# ---- design 1 ----
design_1/io_fan.png
Scale bar: 20 microns.
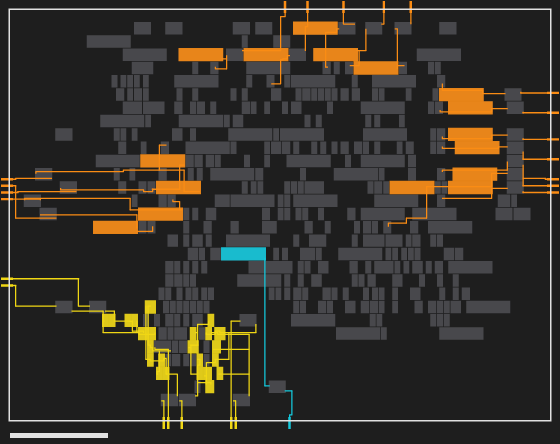

--- src/rtl/seg7_capture.sv ---
// Seven-segment digit capture: decodes active-low segment patterns into hex nibbles and
// assembles four accepted digits into a 16-bit word with ready/valid on both sides.
module seg7_capture #(
    parameter int unsigned TIMEOUT_CYCLES = 1000
) (
    input  logic        clk,
    input  logic        rst,
    input  logic [6:0]  seg_in,
    input  logic        seg_valid,
    output logic        seg_ready,
    output logic [15:0] word_out,
    output logic        word_valid,
    input  logic        word_ready,
    output logic [2:0]  digit_cnt,
    output logic        err_invalid,
    output logic        err_timeout
);

    localparam int unsigned TmoW = (TIMEOUT_CYCLES < 1) ? 1 : $clog2(TIMEOUT_CYCLES + 1);

    typedef enum logic [1:0] {StIdle, StCollect, StDone} state_e;

    state_e          r_state;
    logic [15:0]     r_word;
    logic [15:0]     r_word_out;
    logic            r_word_valid;
    logic [2:0]      r_digit_cnt;
    logic            r_err_inv;
    logic            r_err_tmo;
    logic [TmoW-1:0] r_tmo_cnt;

    logic [3:0]      w_nibble;
    logic            w_is_digit;
    logic            w_is_blank;
    logic            w_xfer;
    logic            w_digit_xfer;
    logic            w_inv_xfer;
    logic [TmoW-1:0] w_tmo_inc;
    logic            w_tmo_hit;

    // Patterns are active-low, bit6..bit0 = a b c d e f g.
    always_comb begin
        w_nibble   = 4'h0;
        w_is_digit = 1'b1;
        w_is_blank = 1'b0;
        case (seg_in)
            7'b0000001: w_nibble = 4'h0;
            7'b1001111: w_nibble = 4'h1;
            7'b0010010: w_nibble = 4'h2;
            7'b0000110: w_nibble = 4'h3;
            7'b1001100: w_nibble = 4'h4;
            7'b0100100: w_nibble = 4'h5;
            7'b0100000: w_nibble = 4'h6;
            7'b0001111: w_nibble = 4'h7;
            7'b0000000: w_nibble = 4'h8;
            7'b0001100: w_nibble = 4'h9;
            7'b0001000: w_nibble = 4'hA;
            7'b1100000: w_nibble = 4'hB;
            7'b0110001: w_nibble = 4'hC;
            7'b1000010: w_nibble = 4'hD;
            7'b0110000: w_nibble = 4'hE;
            7'b0111000: w_nibble = 4'hF;
            7'b1111111: begin
                w_is_digit = 1'b0;
                w_is_blank = 1'b1;
            end
            default:    w_is_digit = 1'b0;
        endcase
    end

    assign seg_ready    = (r_state != StDone);
    assign w_xfer       = seg_valid & seg_ready;
    assign w_digit_xfer = w_xfer & w_is_digit;
    assign w_inv_xfer   = w_xfer & ~w_is_digit & ~w_is_blank;
    assign w_tmo_inc    = r_tmo_cnt + TmoW'(1);
    assign w_tmo_hit    = (w_tmo_inc == TmoW'(TIMEOUT_CYCLES));

    always_ff @(posedge clk or posedge rst) begin
        if (rst) begin
            r_state      <= StIdle;
            r_word       <= 16'h0000;
            r_word_out   <= 16'h0000;
            r_word_valid <= 1'b0;
            r_digit_cnt  <= 3'd0;
            r_err_inv    <= 1'b0;
            r_err_tmo    <= 1'b0;
            r_tmo_cnt    <= '0;
        end else begin
            r_err_inv <= 1'b0;
            r_err_tmo <= 1'b0;
            case (r_state)
                StIdle, StCollect: begin
                    // A digit transfer outranks both an invalid pattern and the timeout.
                    if (w_digit_xfer) begin
                        r_word      <= {r_word[11:0], w_nibble};
                        r_digit_cnt <= r_digit_cnt + 3'd1;
                        r_tmo_cnt   <= '0;
                        if (r_digit_cnt == 3'd3) begin
                            r_state      <= StDone;
                            r_word_valid <= 1'b1;
                            r_word_out   <= {r_word[11:0], w_nibble};
                        end else begin
                            r_state <= StCollect;
                        end
                    end else if (w_inv_xfer) begin
                        r_err_inv   <= 1'b1;
                        r_word      <= 16'h0000;
                        r_digit_cnt <= 3'd0;
                        r_tmo_cnt   <= '0;
                        r_state     <= StIdle;
                    end else if (r_state == StCollect) begin
                        if (w_tmo_hit) begin
                            r_err_tmo   <= 1'b1;
                            r_word      <= 16'h0000;
                            r_digit_cnt <= 3'd0;
                            r_tmo_cnt   <= '0;
                            r_state     <= StIdle;
                        end else begin
                            r_tmo_cnt <= w_tmo_inc;
                        end
                    end
                end
                StDone: begin
                    if (word_ready) begin
                        r_state      <= StIdle;
                        r_word_valid <= 1'b0;
                        r_word_out   <= 16'h0000;
                        r_word       <= 16'h0000;
                        r_digit_cnt  <= 3'd0;
                    end
                end
                default: r_state <= StIdle;
            endcase
        end
    end

    assign word_out    = r_word_out;
    assign word_valid  = r_word_valid;
    assign digit_cnt   = r_digit_cnt;
    assign err_invalid = r_err_inv;
    assign err_timeout = r_err_tmo;

endmodule

--- config.mk ---
export PLATFORM = sky130hd
export DESIGN_NAME = seg7_capture
export DESIGN_NICKNAME = d
export VERILOG_FILES = /design/src/rtl/seg7_capture.sv
export SDC_FILE = /design/constraint.sdc
export NUM_CORES = 1
export LEC_CHECK = 0
export ABC_AREA = 1
export CORE_ASPECT_RATIO = 0.75
export CORE_MARGIN = 2
export CORE_UTILIZATION = 30
export CTS_CLUSTER_DIAMETER = 50
export DETAILED_ROUTE_END_ITERATION = 6
export SYNTH_ARGS = -nofsm -noshare
export SYNTH_HDL_FRONTEND = slang
export SYNTH_SLANG_ARGS = --single-unit
export TNS_END_PERCENT = 30
--- constraint.sdc ---
create_clock -name clk -period 5 [get_ports clk]
set_input_delay 0.5 -clock clk [delete_from_list [all_inputs] [get_ports clk]]
set_output_delay 0.5 -clock clk [all_outputs]
set_load 0.01 [all_outputs]
# ---- design 2 ----
<file path="src/rtl/softmax_in_stage.sv">
// softmax_in_stage
// ----------------
// Input framing stage for the pipelined softmax core. Collects one vector of
// TOTAL_WORDS fp32 logits from a serial valid/ready stream, tracks the vector
// maximum while filling, then replays the vector as TOTAL_WORDS/PARALLEL_FACTOR
// wide beats with the maximum presented alongside every beat.
//
// Ports:
//   clk        rising-edge clock
//   rst        asynchronous, active-low reset
//   s_data     fp32 input word
//   s_valid    s_data valid
//   s_last     final word of the vector
//   s_ready    stage accepts a word (FILL state)
//   data_out   output beat, lane i at [32i+31:32i]
//   max_out    fp32 maximum of the vector being drained
//   out_valid  beat valid (DRAIN state)
//   out_ready  downstream accepts the beat
//   out_first  beat 0 of the vector
//   out_last   final beat of the vector
//   frame_err  one-cycle pulse after a framing violation
module softmax_in_stage #(
    parameter int TOTAL_WORDS     = 16,
    parameter int PARALLEL_FACTOR = 8
) (
    input  logic                          clk,
    input  logic                          rst,
    input  logic [31:0]                   s_data,
    input  logic                          s_valid,
    input  logic                          s_last,
    output logic                          s_ready,
    output logic [32*PARALLEL_FACTOR-1:0] data_out,
    output logic [31:0]                   max_out,
    output logic                          out_valid,
    input  logic                          out_ready,
    output logic                          out_first,
    output logic                          out_last,
    output logic                          frame_err
);

    localparam int NB = TOTAL_WORDS / PARALLEL_FACTOR;
    localparam int WW = (TOTAL_WORDS > 1) ? $clog2(TOTAL_WORDS) : 1;
    localparam int BW = (NB > 1) ? $clog2(NB) : 1;

    localparam logic [0:0] ST_FILL  = 1'b0;
    localparam logic [0:0] ST_DRAIN = 1'b1;

    localparam logic [WW-1:0] WCNT_LAST = WW'(TOTAL_WORDS - 1);
    localparam logic [BW-1:0] BCNT_LAST = BW'(NB - 1);

    logic [0:0]    state_q, state_d;
    logic          ready_q, ready_d;
    logic [WW-1:0] wcnt_q, wcnt_d;
    logic [BW-1:0] bcnt_q, bcnt_d;
    logic [31:0]   max_q, max_d;
    logic          ferr_q, ferr_d;

    logic [31:0]   buf_q [TOTAL_WORDS];

    logic accept;
    logic drain_fire;

    // Order-preserving integer key for fp32: negatives are bit-inverted so
    // larger magnitude sorts lower, positives get the top bit set so they sort
    // above every negative. NaNs fall out at the extremes naturally.
    function automatic logic [31:0] fp_key(input logic [31:0] b);
        return b[31] ? ~b : (b | 32'h8000_0000);
    endfunction

    // ready_q is a separate register (rather than decoding state_q) so that
    // s_ready is low throughout reset and rises on the first edge after it.
    assign accept     = s_valid && ready_q;
    assign drain_fire = (state_q == ST_DRAIN) && out_ready;

    always_comb begin
        state_d = state_q;
        wcnt_d  = wcnt_q;
        bcnt_d  = bcnt_q;
        max_d   = max_q;
        ferr_d  = 1'b0;

        if (accept) begin
            if (wcnt_q == '0) begin
                max_d = s_data;
            end else if (fp_key(s_data) > fp_key(max_q)) begin
                max_d = s_data;
            end

            if (wcnt_q == WCNT_LAST) begin
                wcnt_d = '0;
                if (s_last) begin
                    state_d = ST_DRAIN;
                    bcnt_d  = '0;
                end else begin
                    ferr_d = 1'b1;          // missing last: drop the vector
                end
            end else if (s_last) begin
                ferr_d = 1'b1;              // early last: drop the partial vector
                wcnt_d = '0;
            end else begin
                wcnt_d = wcnt_q + 1'b1;
            end
        end

        if (drain_fire) begin
            if (bcnt_q == BCNT_LAST) begin
                state_d = ST_FILL;
                wcnt_d  = '0;
                bcnt_d  = '0;
            end else begin
                bcnt_d = bcnt_q + 1'b1;
            end
        end

        ready_d = (state_d == ST_FILL);
    end

    always_ff @(posedge clk or negedge rst) begin
        if (!rst) begin
            state_q <= ST_FILL;
            ready_q <= 1'b0;
            wcnt_q  <= '0;
            bcnt_q  <= '0;
            max_q   <= '0;
            ferr_q  <= 1'b0;
        end else begin
            state_q <= state_d;
            ready_q <= ready_d;
            wcnt_q  <= wcnt_d;
            bcnt_q  <= bcnt_d;
            max_q   <= max_d;
            ferr_q  <= ferr_d;
        end
    end

    // Vector storage; contents are don't-care until written.
    always_ff @(posedge clk) begin
        if (accept) begin
            buf_q[wcnt_q] <= s_data;
        end
    end

    // Lane gi of the current beat is slot bcnt*PARALLEL_FACTOR + gi. Lanes are
    // forced to zero outside DRAIN so data_out reads 0 in reset and FILL.
    for (genvar gi = 0; gi < PARALLEL_FACTOR; gi++) begin : g_lane
        logic [31:0] lane_word;
        assign lane_word = buf_q[WW'(int'(bcnt_q) * PARALLEL_FACTOR + gi)];
        assign data_out[32*gi +: 32] = (state_q == ST_DRAIN) ? lane_word : 32'h0;
    end

    assign s_ready   = ready_q;
    assign out_valid = (state_q == ST_DRAIN);
    assign max_out   = max_q;
    assign out_first = out_valid && (bcnt_q == '0);
    assign out_last  = out_valid && (bcnt_q == BCNT_LAST);
    assign frame_err = ferr_q;

endmodule

</file>
<file path="config.mk">
export PLATFORM = sky130hd
export DESIGN_NAME = softmax_in_stage
export DESIGN_NICKNAME = d
export VERILOG_FILES = /design/src/rtl/softmax_in_stage.sv
export SDC_FILE = /design/constraint.sdc
export NUM_CORES = 1
export LEC_CHECK = 0
export ABC_CLOCK_PERIOD_IN_PS = 8100
export CORE_ASPECT_RATIO = 0.9
export CORE_MARGIN = 3
export CORE_UTILIZATION = 32
export CTS_CLUSTER_DIAMETER = 50
export CTS_CLUSTER_SIZE = 12
export DETAILED_ROUTE_END_ITERATION = 8
export HOLD_SLACK_MARGIN = 0.08
export SYNTH_ARGS = -nofsm -noshare
export SYNTH_HDL_FRONTEND = slang
export SYNTH_SLANG_ARGS = --single-unit
</file>
<file path="constraint.sdc">
create_clock -name clk -period 8.1 [get_ports clk]
set_clock_uncertainty 0.05 [all_clocks]
set_input_delay 1.62 -clock clk [delete_from_list [all_inputs] [get_ports clk]]
set_output_delay 1.62 -clock clk [all_outputs]
set_load 0.005 [all_outputs]
</file>
# ---- design 3 ----
`src/rtl/ascon_hash_ctrl_pkg.sv`:
```
// Shared constants, state encoding and small helpers for the Ascon hash/XOF sequencer.
package ascon_hash_ctrl_pkg;
   localparam logic [63:0] HASH_IV      = 64'h0000080100CC0002;
   localparam logic [63:0] XOF_IV       = 64'h0000080000CC0003;
   localparam logic [1:0]  MODE_HASH    = 2'b01;
   localparam logic [1:0]  MODE_XOF     = 2'b10;
   localparam logic [2:0]  TUSER_MSG    = 3'd1;
   localparam logic [2:0]  TUSER_DIGEST = 3'd2;
   localparam int          HASH_LEN     = 32;

   typedef enum logic [3:0] {
      S_IDLE, S_INIT_WR, S_PERM, S_PWAIT, S_ABSORB,
      S_PAD, S_SQZ_LOAD, S_SQZ_OUT, S_DONE
   } hash_state_t;

   function automatic logic [3:0] popcount8(input logic [7:0] k);
      logic [3:0] c;
      c = '0;
      for (int i = 0; i < 8; i++) c = c + {3'b000, k[i]};
      return c;
   endfunction

   // n in 0..8 -> n low bits set
   function automatic logic [7:0] keep_mask(input logic [3:0] n);
      return 8'hFF >> (4'd8 - n);
   endfunction
endpackage

```
`src/rtl/ascon_hash_ctrl_if.sv`:
```
// AXI-stream bundle used for both the message input and the digest output.
interface ascon_hash_ctrl_if #(
   parameter int DW = 64,
   parameter int UW = 3
);
   logic [DW-1:0]   tdata;
   logic [DW/8-1:0] tkeep;
   logic [UW-1:0]   tuser;
   logic            tlast;
   logic            tvalid;
   logic            tready;

   modport master (output tdata, tkeep, tuser, tlast, tvalid, input tready);
   modport slave  (input tdata, tkeep, tuser, tlast, tvalid, output tready);
endinterface

```
`src/rtl/ascon_hash_ctrl_pad64.sv`:
```
// 10* padding of one 64-bit rate word; flags a full last word that needs a separate pad block.
module ascon_hash_ctrl_pad64 (
   input  logic [63:0] tdata,
   input  logic [3:0]  n,
   input  logic        last,
   output logic [63:0] padded,
   output logic        extra
);
   logic [6:0]  sh;
   logic [63:0] mask;

   always_comb begin
      sh     = {n, 3'b000};
      mask   = ~(64'hFFFF_FFFF_FFFF_FFFF << sh);
      padded = tdata;
      if (last && n < 4'd8) padded = (tdata & mask) | (64'h1 << sh);
      extra  = last && (n == 4'd8);
   end
endmodule

```
`src/rtl/ascon_hash_ctrl.sv`:
```
// Sequencer driving ascon_core through IV load, padded absorb, p[12] and digest squeeze.
module ascon_hash_ctrl
   import ascon_hash_ctrl_pkg::*;
#(
   parameter int XOF_LEN_W = 32,
   parameter int TDATA_W   = 64,
   parameter int TUSER_W   = 3
) (
   input  logic                 clk,
   input  logic                 rst_n,
   input  logic [1:0]           mode_i,
   input  logic                 start_i,
   input  logic [XOF_LEN_W-1:0] xof_len_i,
   output logic                 busy_o,
   output logic                 done_o,
   output logic                 err_o,
   input  logic                 ascon_ready_i,
   output logic                 start_perm_o,
   output logic                 round_config_o,
   output logic [2:0]           word_sel_o,
   output logic [TDATA_W-1:0]   data_o,
   output logic                 write_en_o,
   input  logic [TDATA_W-1:0]   core_data_i,
   ascon_hash_ctrl_if.slave     s_axis,
   ascon_hash_ctrl_if.master    m_axis
);
   hash_state_t          state_q, state_d, ret_q, ret_d;
   logic [2:0]           wcnt_q;
   logic                 pw_skip_q, is_xof_q, err_q;
   logic [XOF_LEN_W-1:0] rem_q;
   logic [TDATA_W-1:0]   out_data_q;
   logic [7:0]           out_keep_q;
   logic [TUSER_W-1:0]   out_user_q;
   logic                 out_last_q, out_valid_q;
   logic [3:0]           beat_n;
   logic [63:0]          padded;
   logic                 needs_pad, s_hs, m_hs, mode_ok, len_zero, start_ok;

   assign beat_n   = popcount8(s_axis.tkeep);
   assign s_hs     = (state_q == S_ABSORB) && s_axis.tvalid;
   assign m_hs     = (state_q == S_SQZ_OUT) && out_valid_q && m_axis.tready;
   assign mode_ok  = (mode_i == MODE_HASH) || (mode_i == MODE_XOF);
   assign start_ok = (state_q == S_IDLE) && start_i && mode_ok;
   assign len_zero = (rem_q == '0);

   ascon_hash_ctrl_pad64 u_pad (
      .tdata  (s_axis.tdata),
      .n      (beat_n),
      .last   (s_axis.tlast),
      .padded (padded),
      .extra  (needs_pad)
   );

   always_ff @(posedge clk or negedge rst_n) begin
      if (!rst_n) begin
         state_q <= S_IDLE;
         ret_q   <= S_ABSORB;
      end else begin
         state_q <= state_d;
         ret_q   <= ret_d;
      end
   end

   always_comb begin
      state_d = state_q;
      ret_d   = ret_q;
      case (state_q)
         S_IDLE:    if (start_ok) state_d = S_INIT_WR;
         S_INIT_WR: if (wcnt_q == 3'd4) begin
            state_d = S_PERM;
            ret_d   = S_ABSORB;
         end
         S_PERM:    if (ascon_ready_i) state_d = S_PWAIT;
         // the core may not have dropped ready yet on the first wait cycle
         S_PWAIT:   if (!pw_skip_q && ascon_ready_i) state_d = ret_q;
         S_ABSORB:  if (s_axis.tvalid) begin
            state_d = S_PERM;
            if (!s_axis.tlast)          ret_d   = S_ABSORB;
            else if (needs_pad)         ret_d   = S_PAD;
            else if (is_xof_q && len_zero) state_d = S_DONE;
            else                        ret_d   = S_SQZ_LOAD;
         end
         S_PAD: begin
            state_d = (is_xof_q && len_zero) ? S_DONE : S_PERM;
            ret_d   = S_SQZ_LOAD;
         end
         S_SQZ_LOAD: state_d = S_SQZ_OUT;
         S_SQZ_OUT:  if (m_hs) begin
            state_d = out_last_q ? S_DONE : S_PERM;
            ret_d   = S_SQZ_LOAD;
         end
         S_DONE:    state_d = S_IDLE;
         default:   state_d = S_IDLE;
      endcase
   end

   always_comb begin
      busy_o        = (state_q != S_IDLE);
      done_o        = (state_q == S_DONE);
      start_perm_o  = (state_q == S_PERM) && ascon_ready_i;
      write_en_o    = 1'b0;
      word_sel_o    = 3'd0;
      data_o        = '0;
      s_axis.tready = 1'b0;
      case (state_q)
         S_INIT_WR: begin
            write_en_o = 1'b1;
            word_sel_o = wcnt_q;
            if (wcnt_q == 3'd0) data_o = is_xof_q ? XOF_IV : HASH_IV;
         end
         S_ABSORB: begin
            s_axis.tready = 1'b1;
            write_en_o    = s_axis.tvalid;
            if (s_axis.tvalid) data_o = core_data_i ^ padded;
         end
         S_PAD: begin
            write_en_o = 1'b1;
            data_o     = core_data_i ^ 64'h1;
         end
         default: ;
      endcase
   end

   always_ff @(posedge clk or negedge rst_n) begin
      if (!rst_n) begin
         wcnt_q      <= '0;
         pw_skip_q   <= 1'b0;
         is_xof_q    <= 1'b0;
         err_q       <= 1'b0;
         rem_q       <= '0;
         out_data_q  <= '0;
         out_keep_q  <= '0;
         out_user_q  <= '0;
         out_last_q  <= 1'b0;
         out_valid_q <= 1'b0;
      end else begin
         wcnt_q    <= (state_q == S_INIT_WR) ? wcnt_q + 3'd1 : 3'd0;
         pw_skip_q <= start_perm_o;
         err_q     <= ((state_q == S_IDLE) && start_i && !mode_ok) ||
                      (s_hs && (s_axis.tuser != TUSER_MSG));
         if (start_ok) begin
            is_xof_q <= (mode_i == MODE_XOF);
            rem_q    <= (mode_i == MODE_XOF) ? xof_len_i : XOF_LEN_W'(HASH_LEN);
         end
         if (state_q == S_SQZ_LOAD) begin
            out_data_q  <= core_data_i;
            out_keep_q  <= (rem_q >= XOF_LEN_W'(8)) ? 8'hFF : keep_mask(rem_q[3:0]);
            out_last_q  <= (rem_q <= XOF_LEN_W'(8));
            out_user_q  <= TUSER_DIGEST;
            out_valid_q <= 1'b1;
         end else if (m_hs) begin
            out_valid_q <= 1'b0;
            rem_q       <= (rem_q > XOF_LEN_W'(8)) ? rem_q - XOF_LEN_W'(8) : '0;
         end
      end
   end

   assign err_o          = err_q;
   assign round_config_o = 1'b1;
   assign m_axis.tdata   = out_data_q;
   assign m_axis.tkeep   = out_keep_q;
   assign m_axis.tuser   = out_user_q;
   assign m_axis.tlast   = out_last_q;
   assign m_axis.tvalid  = out_valid_q;
endmodule

```
`src/flat_wrapper.sv`:
```
// flat-port wrapper written by rule: the top's interface ports become plain ports
module ascon_hash_ctrl_flat import ascon_hash_ctrl_pkg::*;
#(
   parameter int XOF_LEN_W = 32,
   parameter int TDATA_W   = 64,
   parameter int TUSER_W   = 3
)
  (clk, rst_n, mode_i, start_i, xof_len_i, busy_o, done_o, err_o, ascon_ready_i, start_perm_o, round_config_o, word_sel_o, data_o, write_en_o, core_data_i, s_axis_tdata, s_axis_tkeep, s_axis_tuser, s_axis_tlast, s_axis_tvalid, s_axis_tready, m_axis_tdata, m_axis_tkeep, m_axis_tuser, m_axis_tlast, m_axis_tvalid, m_axis_tready);
  ascon_hash_ctrl_if #(.DW(64), .UW(3)) s_axis_i ();
  ascon_hash_ctrl_if #(.DW(64), .UW(3)) m_axis_i ();
  input  logic clk;
  input  logic rst_n;
  input  logic [1:0] mode_i;
  input  logic start_i;
  input  logic [XOF_LEN_W-1:0] xof_len_i;
  output logic busy_o;
  output logic done_o;
  output logic err_o;
  input  logic ascon_ready_i;
  output logic start_perm_o;
  output logic round_config_o;
  output logic [2:0] word_sel_o;
  output logic [TDATA_W-1:0] data_o;
  output logic write_en_o;
  input  logic [TDATA_W-1:0] core_data_i;
  input wire logic [$bits(s_axis_i.tdata)-1:0] s_axis_tdata;
  input wire logic [$bits(s_axis_i.tkeep)-1:0] s_axis_tkeep;
  input wire logic [$bits(s_axis_i.tuser)-1:0] s_axis_tuser;
  input wire logic [$bits(s_axis_i.tlast)-1:0] s_axis_tlast;
  input wire logic [$bits(s_axis_i.tvalid)-1:0] s_axis_tvalid;
  output wire logic [$bits(s_axis_i.tready)-1:0] s_axis_tready;
  output wire logic [$bits(m_axis_i.tdata)-1:0] m_axis_tdata;
  output wire logic [$bits(m_axis_i.tkeep)-1:0] m_axis_tkeep;
  output wire logic [$bits(m_axis_i.tuser)-1:0] m_axis_tuser;
  output wire logic [$bits(m_axis_i.tlast)-1:0] m_axis_tlast;
  output wire logic [$bits(m_axis_i.tvalid)-1:0] m_axis_tvalid;
  input wire logic [$bits(m_axis_i.tready)-1:0] m_axis_tready;
  assign s_axis_i.tdata = s_axis_tdata;
  assign s_axis_i.tkeep = s_axis_tkeep;
  assign s_axis_i.tuser = s_axis_tuser;
  assign s_axis_i.tlast = s_axis_tlast;
  assign s_axis_i.tvalid = s_axis_tvalid;
  assign s_axis_tready = s_axis_i.tready;
  assign m_axis_tdata = m_axis_i.tdata;
  assign m_axis_tkeep = m_axis_i.tkeep;
  assign m_axis_tuser = m_axis_i.tuser;
  assign m_axis_tlast = m_axis_i.tlast;
  assign m_axis_tvalid = m_axis_i.tvalid;
  assign m_axis_i.tready = m_axis_tready;
  ascon_hash_ctrl #(.XOF_LEN_W(XOF_LEN_W), .TDATA_W(TDATA_W), .TUSER_W(TUSER_W)) u_core (.clk(clk), .rst_n(rst_n), .mode_i(mode_i), .start_i(start_i), .xof_len_i(xof_len_i), .busy_o(busy_o), .done_o(done_o), .err_o(err_o), .ascon_ready_i(ascon_ready_i), .start_perm_o(start_perm_o), .round_config_o(round_config_o), .word_sel_o(word_sel_o), .data_o(data_o), .write_en_o(write_en_o), .core_data_i(core_data_i), .s_axis(s_axis_i), .m_axis(m_axis_i));
endmodule
```
`config.mk`:
```
export PLATFORM = sky130hd
export DESIGN_NAME = ascon_hash_ctrl_flat
export DESIGN_NICKNAME = d
export VERILOG_FILES = /design/src/rtl/ascon_hash_ctrl_pkg.sv /design/src/rtl/ascon_hash_ctrl_if.sv /design/src/rtl/ascon_hash_ctrl_pad64.sv /design/src/rtl/ascon_hash_ctrl.sv /design/src/flat_wrapper.sv
export SDC_FILE = /design/constraint.sdc
export NUM_CORES = 1
export LEC_CHECK = 0
export CORE_MARGIN = 10
export CORE_UTILIZATION = 43
export DETAILED_ROUTE_END_ITERATION = 8
export PLACE_DENSITY_LB_ADDON = 0.25
export SETUP_SLACK_MARGIN = 0.2
export SYNTH_ARGS = -nofsm -noshare
export SYNTH_HDL_FRONTEND = slang
export SYNTH_SLANG_ARGS = --single-unit
```
`constraint.sdc`:
```
create_clock -name clk -period 6.16 [get_ports clk]
set_input_delay 0.924 -clock clk [delete_from_list [all_inputs] [get_ports clk]]
set_output_delay 0.924 -clock clk [all_outputs]
set_load 0.005 [all_outputs]
```
# ---- design 4 ----
===== config.mk =====
export PLATFORM = sky130hd
export DESIGN_NAME = usr_seq_ctrl
export DESIGN_NICKNAME = d
export VERILOG_FILES = /design/src/rtl/usr_seq_ctrl.sv
export SDC_FILE = /design/constraint.sdc
export NUM_CORES = 1
export LEC_CHECK = 0
export ABC_AREA = 1
export CORE_ASPECT_RATIO = 0.7
export CORE_MARGIN = 3
export CORE_UTILIZATION = 50
export CTS_BUF_LIST = sky130_fd_sc_hd__clkbuf_8 sky130_fd_sc_hd__clkbuf_16
export DETAILED_ROUTE_END_ITERATION = 10
export PLACE_DENSITY = 0.82
export RECOVER_POWER = 100
export SETUP_SLACK_MARGIN = 0.1
export SLEW_MARGIN = 20
export SYNTH_ARGS = -nofsm -noshare
export SYNTH_HDL_FRONTEND = slang
export SYNTH_SLANG_ARGS = --single-unit

===== constraint.sdc =====
create_clock -name clk -period 1.84 [get_ports clk]
set_clock_uncertainty 0.05 [all_clocks]
set_input_delay 0.276 -clock clk [delete_from_list [all_inputs] [get_ports clk]]
set_output_delay 0.276 -clock clk [all_outputs]
set_load 0.05 [all_outputs]

===== src/rtl/usr_seq_ctrl.sv =====
// usr_seq_ctrl: command sequencer that drives one universal shift register (USR).
// Optional abort support is enabled by defining USR_SEQ_CTRL_ABORT_EN.
module usr_seq_ctrl #(
    parameter int unsigned SIZE  = 4,
    parameter int unsigned CNT_W = 3
) (
    input  logic             clk,
    input  logic             rst,
    input  logic             cmd_valid,
    output logic             cmd_ready,
    input  logic [1:0]       cmd_op,
    input  logic [SIZE-1:0]  cmd_data,
    input  logic [CNT_W-1:0] cmd_cnt,
    input  logic             cmd_fill,
`ifdef USR_SEQ_CTRL_ABORT_EN
    input  logic             abort,
    output logic             aborted,
`endif
    output logic [1:0]       usr_select,
    output logic [SIZE-1:0]  usr_parallelin,
    output logic             usr_left,
    output logic             usr_right,
    input  logic [SIZE-1:0]  usr_parallelout,
    output logic             busy,
    output logic             done,
    output logic [SIZE-1:0]  result
);

    localparam logic [1:0] OP_LOAD  = 2'b00;
    localparam logic [1:0] OP_SHR   = 2'b01;
    localparam logic [1:0] OP_SHL   = 2'b10;
    localparam logic [1:0] OP_ROR   = 2'b11;
    localparam logic [1:0] SEL_HOLD = 2'b00;
    localparam logic [1:0] SEL_SHR  = 2'b01;
    localparam logic [1:0] SEL_LOAD = 2'b11;

    typedef enum logic [2:0] {
        S_IDLE,
        S_LOAD,
        S_SHIFT,
        S_CAPTURE,
        S_DONE
    } state_e;

    state_e            state_q, state_d;
    logic [1:0]        op_q, op_d;
    logic [CNT_W-1:0]  cnt_q, cnt_d;
    logic              ready_q, ready_d;
    logic              busy_q, busy_d;
    logic              done_q, done_d;
    logic [SIZE-1:0]   result_q, result_d;
    logic [1:0]        sel_q, sel_d;
    logic [SIZE-1:0]   pin_q, pin_d;
    logic              left_q, left_d;
    logic              right_q, right_d;
    logic              abort_go;
    logic              rotate_c;

`ifdef USR_SEQ_CTRL_ABORT_EN
    logic              hit_q, hit_d;
    logic              aborted_q, aborted_d;
    assign abort_go = abort;
    assign aborted  = aborted_q;
`else
    assign abort_go = 1'b0;
`endif

    // Next-state and registered-output logic
    always_comb begin
        state_d  = state_q;
        op_d     = op_q;
        cnt_d    = cnt_q;
        ready_d  = ready_q;
        busy_d   = busy_q;
        done_d   = 1'b0;
        result_d = result_q;
        sel_d    = sel_q;
        pin_d    = pin_q;
        left_d   = left_q;
        right_d  = right_q;
`ifdef USR_SEQ_CTRL_ABORT_EN
        hit_d     = hit_q;
        aborted_d = aborted_q;
`endif
        case (state_q)
            S_IDLE: begin
                if (cmd_valid) begin
                    op_d    = cmd_op;
                    ready_d = 1'b0;
                    busy_d  = 1'b1;
`ifdef USR_SEQ_CTRL_ABORT_EN
                    hit_d     = 1'b0;
                    aborted_d = 1'b0;
`endif
                    if (cmd_op == OP_LOAD) begin
                        sel_d   = SEL_LOAD;
                        pin_d   = cmd_data;
                        state_d = S_LOAD;
                    end else if (cmd_cnt != CNT_W'(0)) begin
                        cnt_d   = cmd_cnt;
                        sel_d   = (cmd_op == OP_ROR) ? SEL_SHR : cmd_op;
                        left_d  = (cmd_op == OP_SHL) && cmd_fill;
                        right_d = (cmd_op == OP_SHR) && cmd_fill;
                        state_d = S_SHIFT;
                    end else begin
                        sel_d   = SEL_HOLD;
                        state_d = S_CAPTURE;
                    end
                end
            end
            S_LOAD: begin
                sel_d   = SEL_HOLD;
                state_d = S_CAPTURE;
            end
            S_SHIFT: begin
                // The edge that ends the final (or aborted) shift cycle drops to hold
                if ((cnt_q == CNT_W'(1)) || abort_go) begin
                    sel_d   = SEL_HOLD;
                    cnt_d   = CNT_W'(0);
                    left_d  = 1'b0;
                    right_d = 1'b0;
                    state_d = S_CAPTURE;
`ifdef USR_SEQ_CTRL_ABORT_EN
                    hit_d   = abort_go;
`endif
                end else begin
                    cnt_d = cnt_q - CNT_W'(1);
                end
            end
            S_CAPTURE: begin
                result_d = usr_parallelout;
                busy_d   = 1'b0;
                done_d   = 1'b1;
                state_d  = S_DONE;
`ifdef USR_SEQ_CTRL_ABORT_EN
                aborted_d = hit_q;
`endif
            end
            S_DONE: begin
                ready_d = 1'b1;
                state_d = S_IDLE;
            end
            default: begin
                ready_d = 1'b1;
                busy_d  = 1'b0;
                sel_d   = SEL_HOLD;
                state_d = S_IDLE;
            end
        endcase
    end

    always_ff @(posedge clk or negedge rst) begin
        if (!rst) begin
            state_q  <= S_IDLE;
            op_q     <= OP_LOAD;
            cnt_q    <= '0;
            ready_q  <= 1'b1;
            busy_q   <= 1'b0;
            done_q   <= 1'b0;
            result_q <= '0;
            sel_q    <= SEL_HOLD;
            pin_q    <= '0;
            left_q   <= 1'b0;
            right_q  <= 1'b0;
`ifdef USR_SEQ_CTRL_ABORT_EN
            hit_q     <= 1'b0;
            aborted_q <= 1'b0;
`endif
        end else begin
            state_q  <= state_d;
            op_q     <= op_d;
            cnt_q    <= cnt_d;
            ready_q  <= ready_d;
            busy_q   <= busy_d;
            done_q   <= done_d;
            result_q <= result_d;
            sel_q    <= sel_d;
            pin_q    <= pin_d;
            left_q   <= left_d;
            right_q  <= right_d;
`ifdef USR_SEQ_CTRL_ABORT_EN
            hit_q     <= hit_d;
            aborted_q <= aborted_d;
`endif
        end
    end

    // Rotate feeds the current LSB straight back into the MSB serial input
    assign rotate_c       = (state_q == S_SHIFT) && (op_q == OP_ROR);
    assign usr_right      = rotate_c ? usr_parallelout[0] : right_q;
    assign usr_left       = left_q;
    assign usr_select     = sel_q;
    assign usr_parallelin = pin_q;
    assign cmd_ready      = ready_q;
    assign busy           = busy_q;
    assign done           = done_q;
    assign result         = result_q;

endmodule


design_4/sizes.png
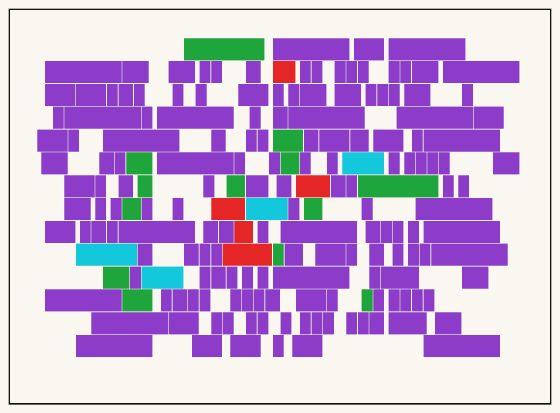
[_0 and _1 cells] purple | cells: 161 | share: 88% | most used: nand2_1
[_6 and larger] cyan | cells: 4 | share: 2.2% | most used: clkbuf_8
[_3 and _4 cells] red | cells: 5 | share: 2.7% | most used: nor2_4
[_2 cells] green | cells: 13 | share: 7.1% | most used: nand2_2

==> flow_summary.yaml, design 4 <==
# synthesis and place-and-route metrics
clocking:
  cts_tree: "done"
  clockBufferDepth: 2
synth:
  fp_nets: 163
  largest_area_cell: "dfrtp_1"
  numSynthFlops: 23
  top_logic_kind: "simple AND/OR/NAND/NOR gates"
  ys_cells: 144
floorplan:
  die_h_microns: 46.84
  io-pin-count: 32
  taps: 32
global_routing:
  overflow: 0
  grt_pass1_wl_microns: 4581
  antenna_found_initial: 0
route:
  wl_met1_microns: 1255
  top_layer_used: "met4"
final_layout:
  flops: 23
  logic_gate_count: 103
  final_net_count: 203
  logic_area_sq_um: 503.0
  final_area_sq_um: 1539
  comb_share: 0.3268
power_and_ir_drop:
  pwr-share-comb: 0.578
  power_density_nw_per_um2: 1950
  leakage_nw: 0.8046
  seqPwrFrac: 0.316
  comb-power_w: 0.00174
final_timing:
  finalClockPeriodUsage: 0.9423
  tns_ps: 0
run_status:
  outcome: "complete, no violations"
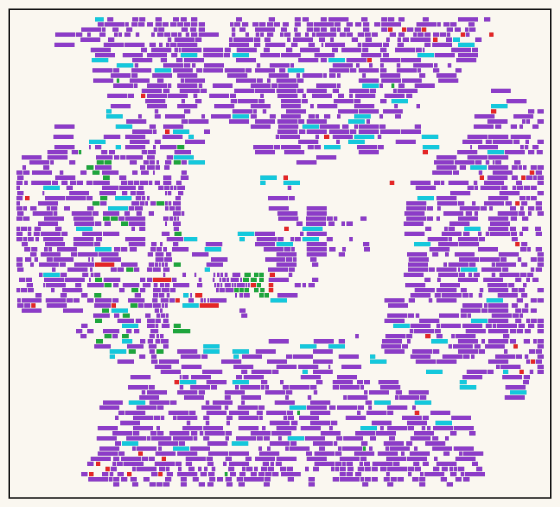
design_2/sizes.png
[_2 cells] green | cells: 51 | share: 2.9% | most used: mux2_2
[_3 and _4 cells] red | cells: 45 | share: 2.5% | most used: buf_4
[_6 and larger] cyan | cells: 93 | share: 5.2% | most used: clkbuf_16
[_0 and _1 cells] purple | cells: 1586 | share: 89% | most used: edfxtp_1

==> flow_summary.yaml, design 2 <==
# synthesis and place-and-route metrics
run_status:
  outcome: "complete, no violations"
floorplan:
  num_rows: 92
placed_design:
  dp_slack_ps: 2209
global_routing:
  top_usage_layer: "met2"
synth:
  area_leaders: "edfxtp_1, mux2i_1, nor2b_1"
  synth-main-ff-cell: "edfxtp_1"
  ys_warn_count: 0
  fp_nets: 1441
  ys_area_sq_um: 22810
setup_path:
  critPathSlowestCell: "dfrtp_4"
  critPathKind: "register to output pin"
  critPathMaxStageDelay_ps: 940
clocking:
  clock_tree.root_cell: "clkbuf_16"
min_path:
  hp-class: "register to register"
route:
  wl_microns: 60760
final_layout:
  fillers: 6271
  drive_gt1_frac: 0.1065
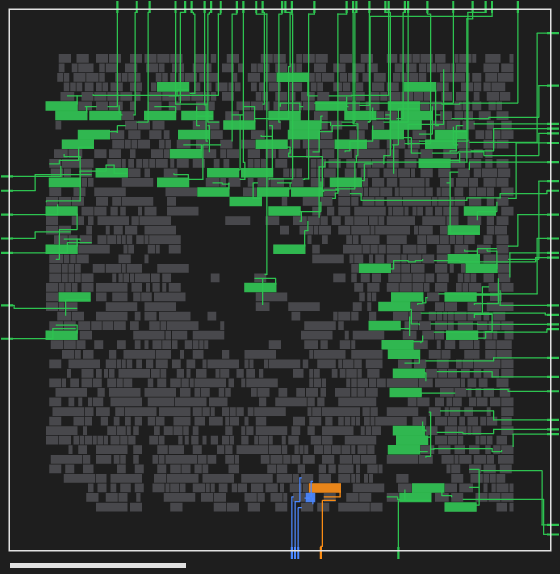
design_3/io_fan.png
Scale bar: 50 microns.
[s_axis_tuser] blue | direction: input | edge: bottom | end cells: 1 | wire: 57.9 microns
[err_o] orange | direction: output | edge: bottom | end cells: 1 | wire: 24.2 microns
[m_axis_tdata] green | direction: output | edge: 31 top, 25 right, 7 left, 1 bottom | end cells: 64 | wire: 3150 microns

design_3/placement_by_type.png
Fill, decap, tap and diode cells in grey.
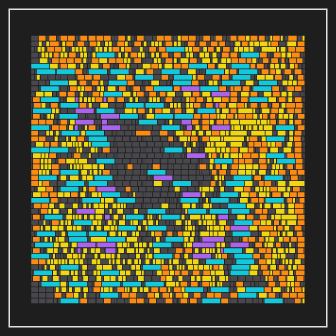
[sequential cells] cyan | cells: 119 | share of their area: 25%
[clock drivers and dummy loads] purple | cells: 31 | share of their area: 4.9%
[remaining buffers and delay cells] orange | cells: 380 | share of their area: 31%
[combinational and other logic] yellow | cells: 674 | share of their area: 39%

==> flow_summary.yaml, design 3 <==
# synthesis and place-and-route metrics
run_status:
  outcome: "complete, no violations"
final_layout:
  logic_area_sq_um: 4417
  n_clock_buffer: 23
  drive_gt1_frac: 0.1553
  largest_register_ffs: 64
  comb_share: 0.3635
  sh_seq_area: 0.2451
synth:
  syn_area_per_cell_sq_um: 8.934
  top_logic_kind: "AND-OR/OR-AND gates"
  synthXorXnorAreaFrac: 0.01365
  synth.distinct_cells: 66
power_and_ir_drop:
  ir_drop_v: 0.0002487
setup_path:
  critPathMaxStageDelay_ps: 540
  critPathSlowestCell: "fa_1"
  worstPathRequired_ps: 5240
  cp_top_family: "adder cells"
floorplan:
  taps: 225
route:
  vias: 8427
  wl_met3_microns: 3219
clocking:
  post_cts_resized: 58
global_routing:
  grtUsageTotal: 0.2547
  use_met3: 0.08173
  overflow: 0
final_timing:
  hold_violations: 0
design_1/placement_by_type.png
Fill, decap, tap and diode cells in grey.
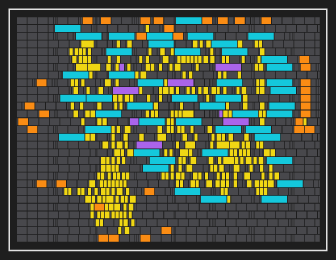
[sequential cells] cyan | cells: 46 | share of their area: 39%
[clock drivers and dummy loads] purple | cells: 8 | share of their area: 4.8%
[remaining buffers and delay cells] orange | cells: 34 | share of their area: 11%
[combinational and other logic] yellow | cells: 301 | share of their area: 45%

design_1/sizes.png
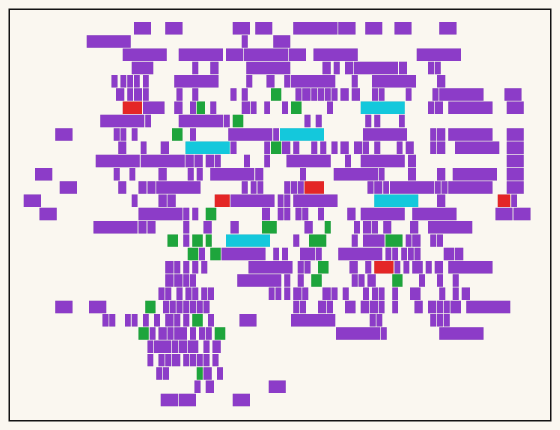
[_3 and _4 cells] red | cells: 5 | share: 1.3% | most used: nand2_4
[_0 and _1 cells] purple | cells: 355 | share: 91% | most used: nand2_1
[_6 and larger] cyan | cells: 5 | share: 1.3% | most used: clkbuf_16
[_2 cells] green | cells: 24 | share: 6.2% | most used: nor2_2

About design_1/io_fan.png:
[seg_in] yellow | direction: input | edge: 5 bottom, 2 left | end cells: 24 | wire: 260 microns
[err_invalid] cyan | direction: output | edge: bottom | end cells: 1 | wire: 34.6 microns
[word_out] orange | direction: output | edge: 7 right, 5 top, 4 left | end cells: 16 | wire: 434 microns

==> flow_summary.yaml, design 1 <==
# synthesis and place-and-route metrics
synth:
  yosys.area.top_type_share: 0.4501
  synthXorXnorAreaFrac: 0.003425
  synth_adder_area_share: 0.01468
  ys_top_cells_by_count: "nand2_1, nand3_1, nor2_1"
  synth-main-ff-cell: "dfrtp_1"
setup_path:
  cp_top_family: "simple AND/OR/NAND/NOR gates"
  critPathArrivalTime_ps: 2720
  r2r_start: "digit_cnt[0]$_DFFE_PP0P_"
run_status:
  outcome: "complete, no violations"
power_and_ir_drop:
  p_clk_w: 0.000319
  pwr-share-comb: 0.078
  power_density_nw_per_um2: 242.8
final_layout:
  logic_gate_count: 264
  seq_area_sq_um: 1151
route:
  drc: 0

# ---- design 5 ----
===== src/rtl/comparator_sort_ctrl.sv =====
// Serial-in / serial-out block sorter: loads DEPTH 4-bit values, bubble-sorts them with one
// compare/swap per cycle, then streams them out ascending. Optional macro: SORT_EARLY_EXIT_EN.
module comparator_sort_ctrl #(
    parameter  int unsigned DEPTH = 4,
    localparam int unsigned CNT_W = $clog2(DEPTH * (DEPTH - 1) / 2 + 1)
) (
    input  logic             clk,
    input  logic             rst_n,
    input  logic             in_valid,
    output logic             in_ready,
    input  logic [3:0]       in_data,
    output logic             out_valid,
    input  logic             out_ready,
    output logic [3:0]       out_data,
    output logic             busy,
    output logic             done,
    output logic [CNT_W-1:0] swap_cnt
);

    localparam int unsigned IDX_W = (DEPTH > 1) ? $clog2(DEPTH) : 1;
    localparam int unsigned D_W   = 4;

    typedef enum logic [1:0] {
        ST_LOAD = 2'd0,
        ST_SORT = 2'd1,
        ST_OUT  = 2'd2
    } state_t;

    state_t           state_q, state_d;
    logic [D_W-1:0]   mem_q [DEPTH];
    logic [D_W-1:0]   mem_d [DEPTH];
    logic [IDX_W-1:0] wr_idx_q, wr_idx_d;
    logic [IDX_W-1:0] rd_idx_q, rd_idx_d;
    logic [IDX_W-1:0] pass_q, pass_d;
    logic [IDX_W-1:0] sort_idx_q, sort_idx_d;
    logic [CNT_W-1:0] swap_cnt_q, swap_cnt_d;
    logic             in_ready_q, in_ready_d;
    logic             out_valid_q, out_valid_d;
    logic [D_W-1:0]   out_data_q, out_data_d;
    logic             busy_q, busy_d;
    logic             done_q, done_d;
`ifdef SORT_EARLY_EXIT_EN
    logic             swapped_q, swapped_d;
`endif

    // Shared comparator: only its a>b result decides a swap, so equal keys keep their order.
    logic [IDX_W-1:0] sort_nxt_c;
    logic [D_W-1:0]   cmp_a_c;
    logic [D_W-1:0]   cmp_b_c;
    logic             cmp_x_c;
    logic             pass_end_c;
    logic             last_pass_c;

    assign sort_nxt_c = sort_idx_q + IDX_W'(1);
    assign cmp_a_c    = mem_q[sort_idx_q];
    assign cmp_b_c    = mem_q[sort_nxt_c];
    assign cmp_x_c    = (cmp_a_c > cmp_b_c);
    assign pass_end_c = (sort_idx_q == (IDX_W'(DEPTH - 2) - pass_q));

`ifdef SORT_EARLY_EXIT_EN
    // A pass that swapped nothing proves the block is already ordered.
    assign last_pass_c = (pass_q == IDX_W'(DEPTH - 2)) || (!swapped_q && !cmp_x_c);
`else
    assign last_pass_c = (pass_q == IDX_W'(DEPTH - 2));
`endif

    // Next-state and next-output logic.
    always_comb begin
        state_d    = state_q;
        mem_d      = mem_q;
        wr_idx_d   = wr_idx_q;
        rd_idx_d   = rd_idx_q;
        pass_d     = pass_q;
        sort_idx_d = sort_idx_q;
        swap_cnt_d = swap_cnt_q;
        done_d     = 1'b0;
`ifdef SORT_EARLY_EXIT_EN
        swapped_d  = swapped_q;
`endif

        case (state_q)
            ST_LOAD: begin
                if (in_valid && in_ready_q) begin
                    mem_d[wr_idx_q] = in_data;
                    if (wr_idx_q == IDX_W'(DEPTH - 1)) begin
                        state_d    = ST_SORT;
                        wr_idx_d   = '0;
                        pass_d     = '0;
                        sort_idx_d = '0;
                        swap_cnt_d = '0;
`ifdef SORT_EARLY_EXIT_EN
                        swapped_d  = 1'b0;
`endif
                    end else begin
                        wr_idx_d = wr_idx_q + IDX_W'(1);
                    end
                end
            end

            ST_SORT: begin
                if (cmp_x_c) begin
                    mem_d[sort_idx_q] = cmp_b_c;
                    mem_d[sort_nxt_c] = cmp_a_c;
                    swap_cnt_d        = swap_cnt_q + CNT_W'(1);
`ifdef SORT_EARLY_EXIT_EN
                    swapped_d         = 1'b1;
`endif
                end
                if (pass_end_c) begin
                    if (last_pass_c) begin
                        state_d  = ST_OUT;
                        rd_idx_d = '0;
                    end else begin
                        pass_d     = pass_q + IDX_W'(1);
                        sort_idx_d = '0;
`ifdef SORT_EARLY_EXIT_EN
                        swapped_d  = 1'b0;
`endif
                    end
                end else begin
                    sort_idx_d = sort_nxt_c;
                end
            end

            ST_OUT: begin
                if (out_valid_q && out_ready) begin
                    if (rd_idx_q == IDX_W'(DEPTH - 1)) begin
                        done_d   = 1'b1;
                        rd_idx_d = '0;
                        state_d  = ST_LOAD;
                    end else begin
                        rd_idx_d = rd_idx_q + IDX_W'(1);
                    end
                end
            end

            default: state_d = ST_LOAD;
        endcase

        // Outputs are registered from the next state so they line up with the state register.
        in_ready_d  = (state_d == ST_LOAD);
        out_valid_d = (state_d == ST_OUT);
        busy_d      = (state_d != ST_LOAD);
        out_data_d  = mem_d[rd_idx_d];
    end

    always_ff @(posedge clk) begin
        if (!rst_n) begin
            state_q     <= ST_LOAD;
            for (int unsigned k = 0; k < DEPTH; k++) begin
                mem_q[k] <= '0;
            end
            wr_idx_q    <= '0;
            rd_idx_q    <= '0;
            pass_q      <= '0;
            sort_idx_q  <= '0;
            swap_cnt_q  <= '0;
            in_ready_q  <= 1'b1;
            out_valid_q <= 1'b0;
            out_data_q  <= '0;
            busy_q      <= 1'b0;
            done_q      <= 1'b0;
`ifdef SORT_EARLY_EXIT_EN
            swapped_q   <= 1'b0;
`endif
        end else begin
            state_q     <= state_d;
            mem_q       <= mem_d;
            wr_idx_q    <= wr_idx_d;
            rd_idx_q    <= rd_idx_d;
            pass_q      <= pass_d;
            sort_idx_q  <= sort_idx_d;
            swap_cnt_q  <= swap_cnt_d;
            in_ready_q  <= in_ready_d;
            out_valid_q <= out_valid_d;
            out_data_q  <= out_data_d;
            busy_q      <= busy_d;
            done_q      <= done_d;
`ifdef SORT_EARLY_EXIT_EN
            swapped_q   <= swapped_d;
`endif
        end
    end

    assign in_ready  = in_ready_q;
    assign out_valid = out_valid_q;
    assign out_data  = out_data_q;
    assign busy      = busy_q;
    assign done      = done_q;
    assign swap_cnt  = swap_cnt_q;

endmodule


===== config.mk =====
export PLATFORM = sky130hd
export DESIGN_NAME = comparator_sort_ctrl
export DESIGN_NICKNAME = d
export VERILOG_FILES = /design/src/rtl/comparator_sort_ctrl.sv
export SDC_FILE = /design/constraint.sdc
export NUM_CORES = 1
export LEC_CHECK = 0
export CORE_UTILIZATION = 50
export CTS_BUF_LIST = sky130_fd_sc_hd__clkbuf_4 sky130_fd_sc_hd__clkbuf_8
export CTS_CLUSTER_DIAMETER = 50
export DETAILED_ROUTE_END_ITERATION = 10
export PLACE_DENSITY_LB_ADDON = 0.2
export SYNTH_ARGS = -nofsm -noshare
export SYNTH_HDL_FRONTEND = slang
export SYNTH_SLANG_ARGS = --single-unit

===== constraint.sdc =====
create_clock -name clk -period 10.84 [get_ports clk]
set_clock_uncertainty 0.1 [all_clocks]
set_input_delay 2.168 -clock clk [delete_from_list [all_inputs] [get_ports clk]]
set_output_delay 2.168 -clock clk [all_outputs]
set_load 0.005 [all_outputs]

design_5/wires.png
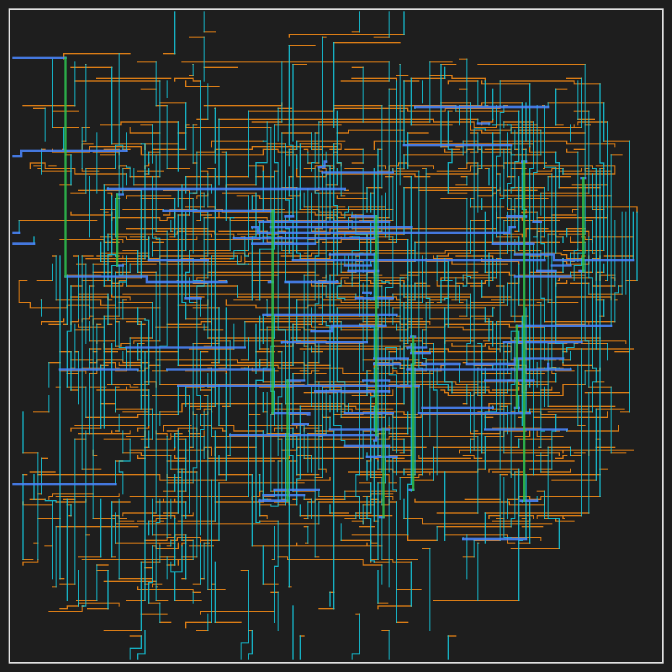
[metal 1] orange | wire length: 4040 microns
[metal 4] green | wire length: 197 microns
[metal 2] cyan | wire length: 4310 microns
[metal 3] blue | wire length: 644 microns

==> flow_summary.yaml <==
# synthesis and place-and-route metrics
run_status:
  outcome: "complete, no violations"
synth:
  async_flop_share: 0
  numSynthFlops: 37
  largest_area_cell: "dfxtp_1"
  synth_area_sq_um: 3127
  mux_share: 0.1224
  ys_sh_simple: 0.2165
job:
  cap_violations: 0
route:
  top_layer_used: "met4"
  first_pass_iters: 5
  vias: 3061
final_layout:
  flops: 37
  finalNonFillerCells: 465
  logic_area_sq_um: 2185
  final_net_count: 420
global_routing:
  grt_pass1_vias: 2758
setup_path:
  cp.depth: 11
  r2r_start: "sort_idx_q[1]$_SDFFE_PN0P_"
placed_design:
  dp_slack_ps: 6011
floorplan:
  io-pin-count: 19
  die_w_microns: 81.08
  die-area_sq_um: 6574
final_timing:
  hold_violations: 0
  rsz0062_at_grt: "false"
clocking:
  post_cts_resized: 0
  clock_tree.root_cell: "clkbuf_8"
power_and_ir_drop:
  ir_drop_v: 0.00006367
design_5/io_fan.png
Scale bar: 20 microns.
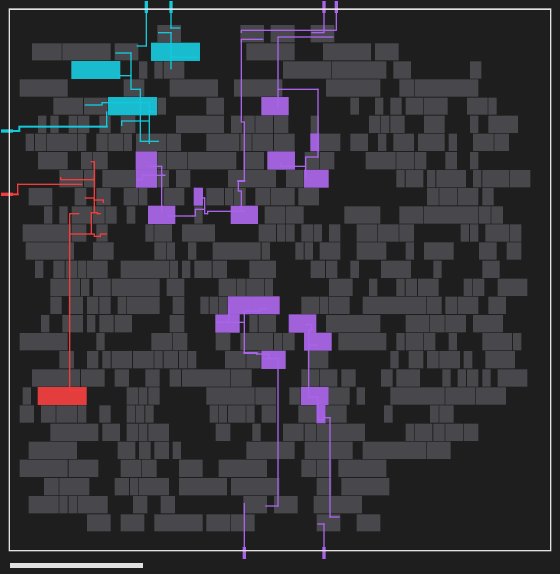
[in_data] purple | direction: input | edge: 2 bottom, 2 top | end cells: 17 | wire: 222 microns
[swap_cnt] cyan | direction: output | edge: 2 top, 1 left | end cells: 3 | wire: 82.2 microns
[in_ready] red | direction: output | edge: left | end cells: 1 | wire: 70.3 microns



## Gallery

Metal layers overlaid.
(a)
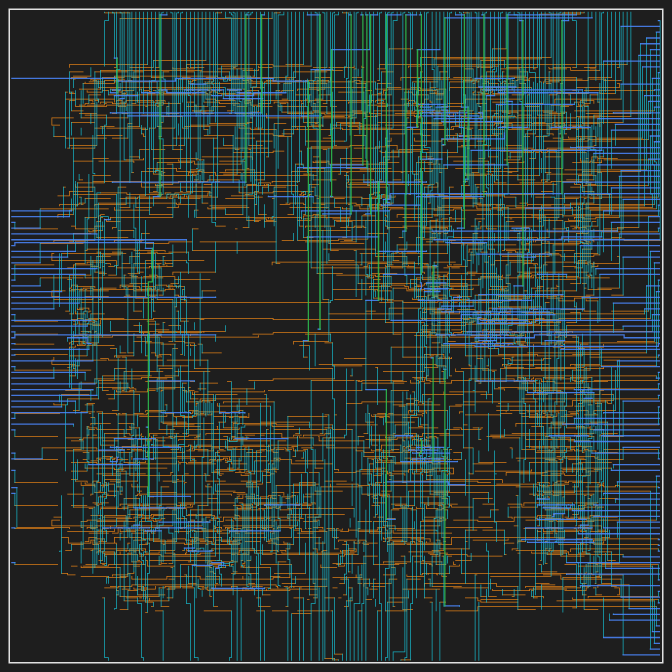
(b)
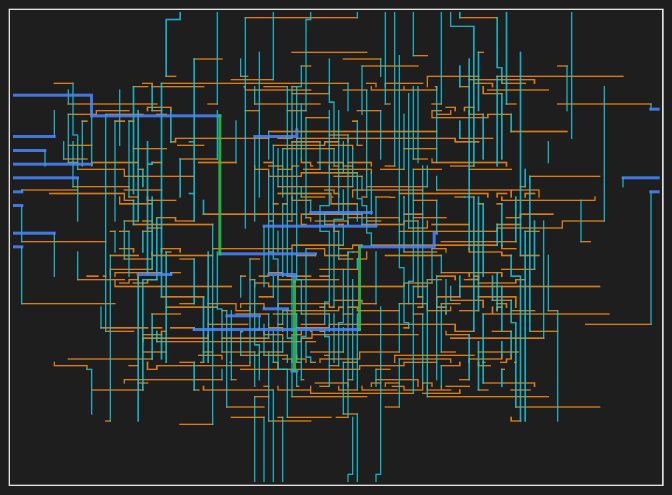
(c)
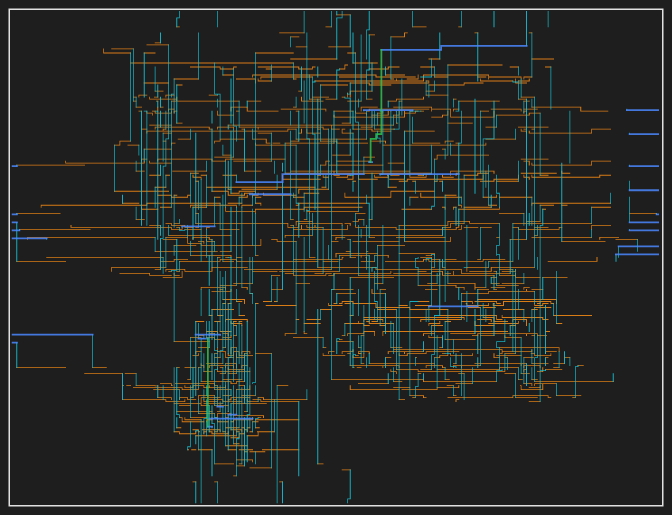
(d)
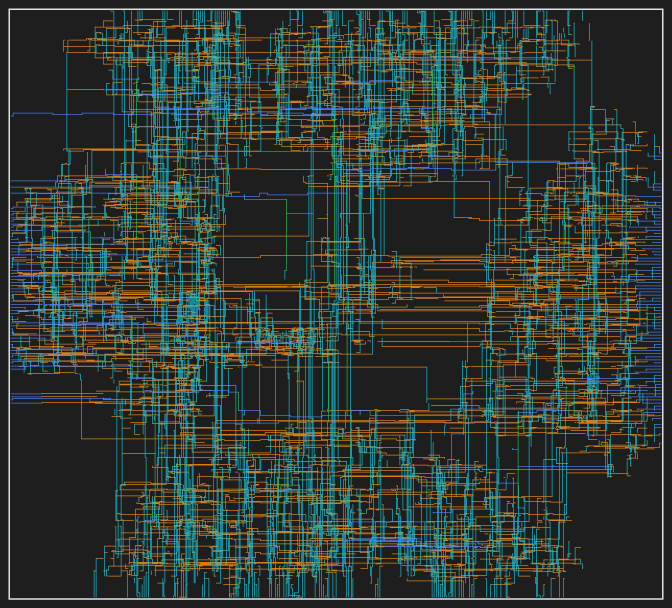
(d): design 2
(c): design 1
(a): design 3
(b): design 4
Of these, least wire: (b)
Of these, most wire: (d)

Key to (b):
[metal 1] orange | wire length: 1260 microns
[metal 3] blue | wire length: 123 microns
[metal 2] cyan | wire length: 1480 microns
[metal 4] green | wire length: 30.6 microns

Power figures rest on the tool's default switching activity, not on a simulated workload.
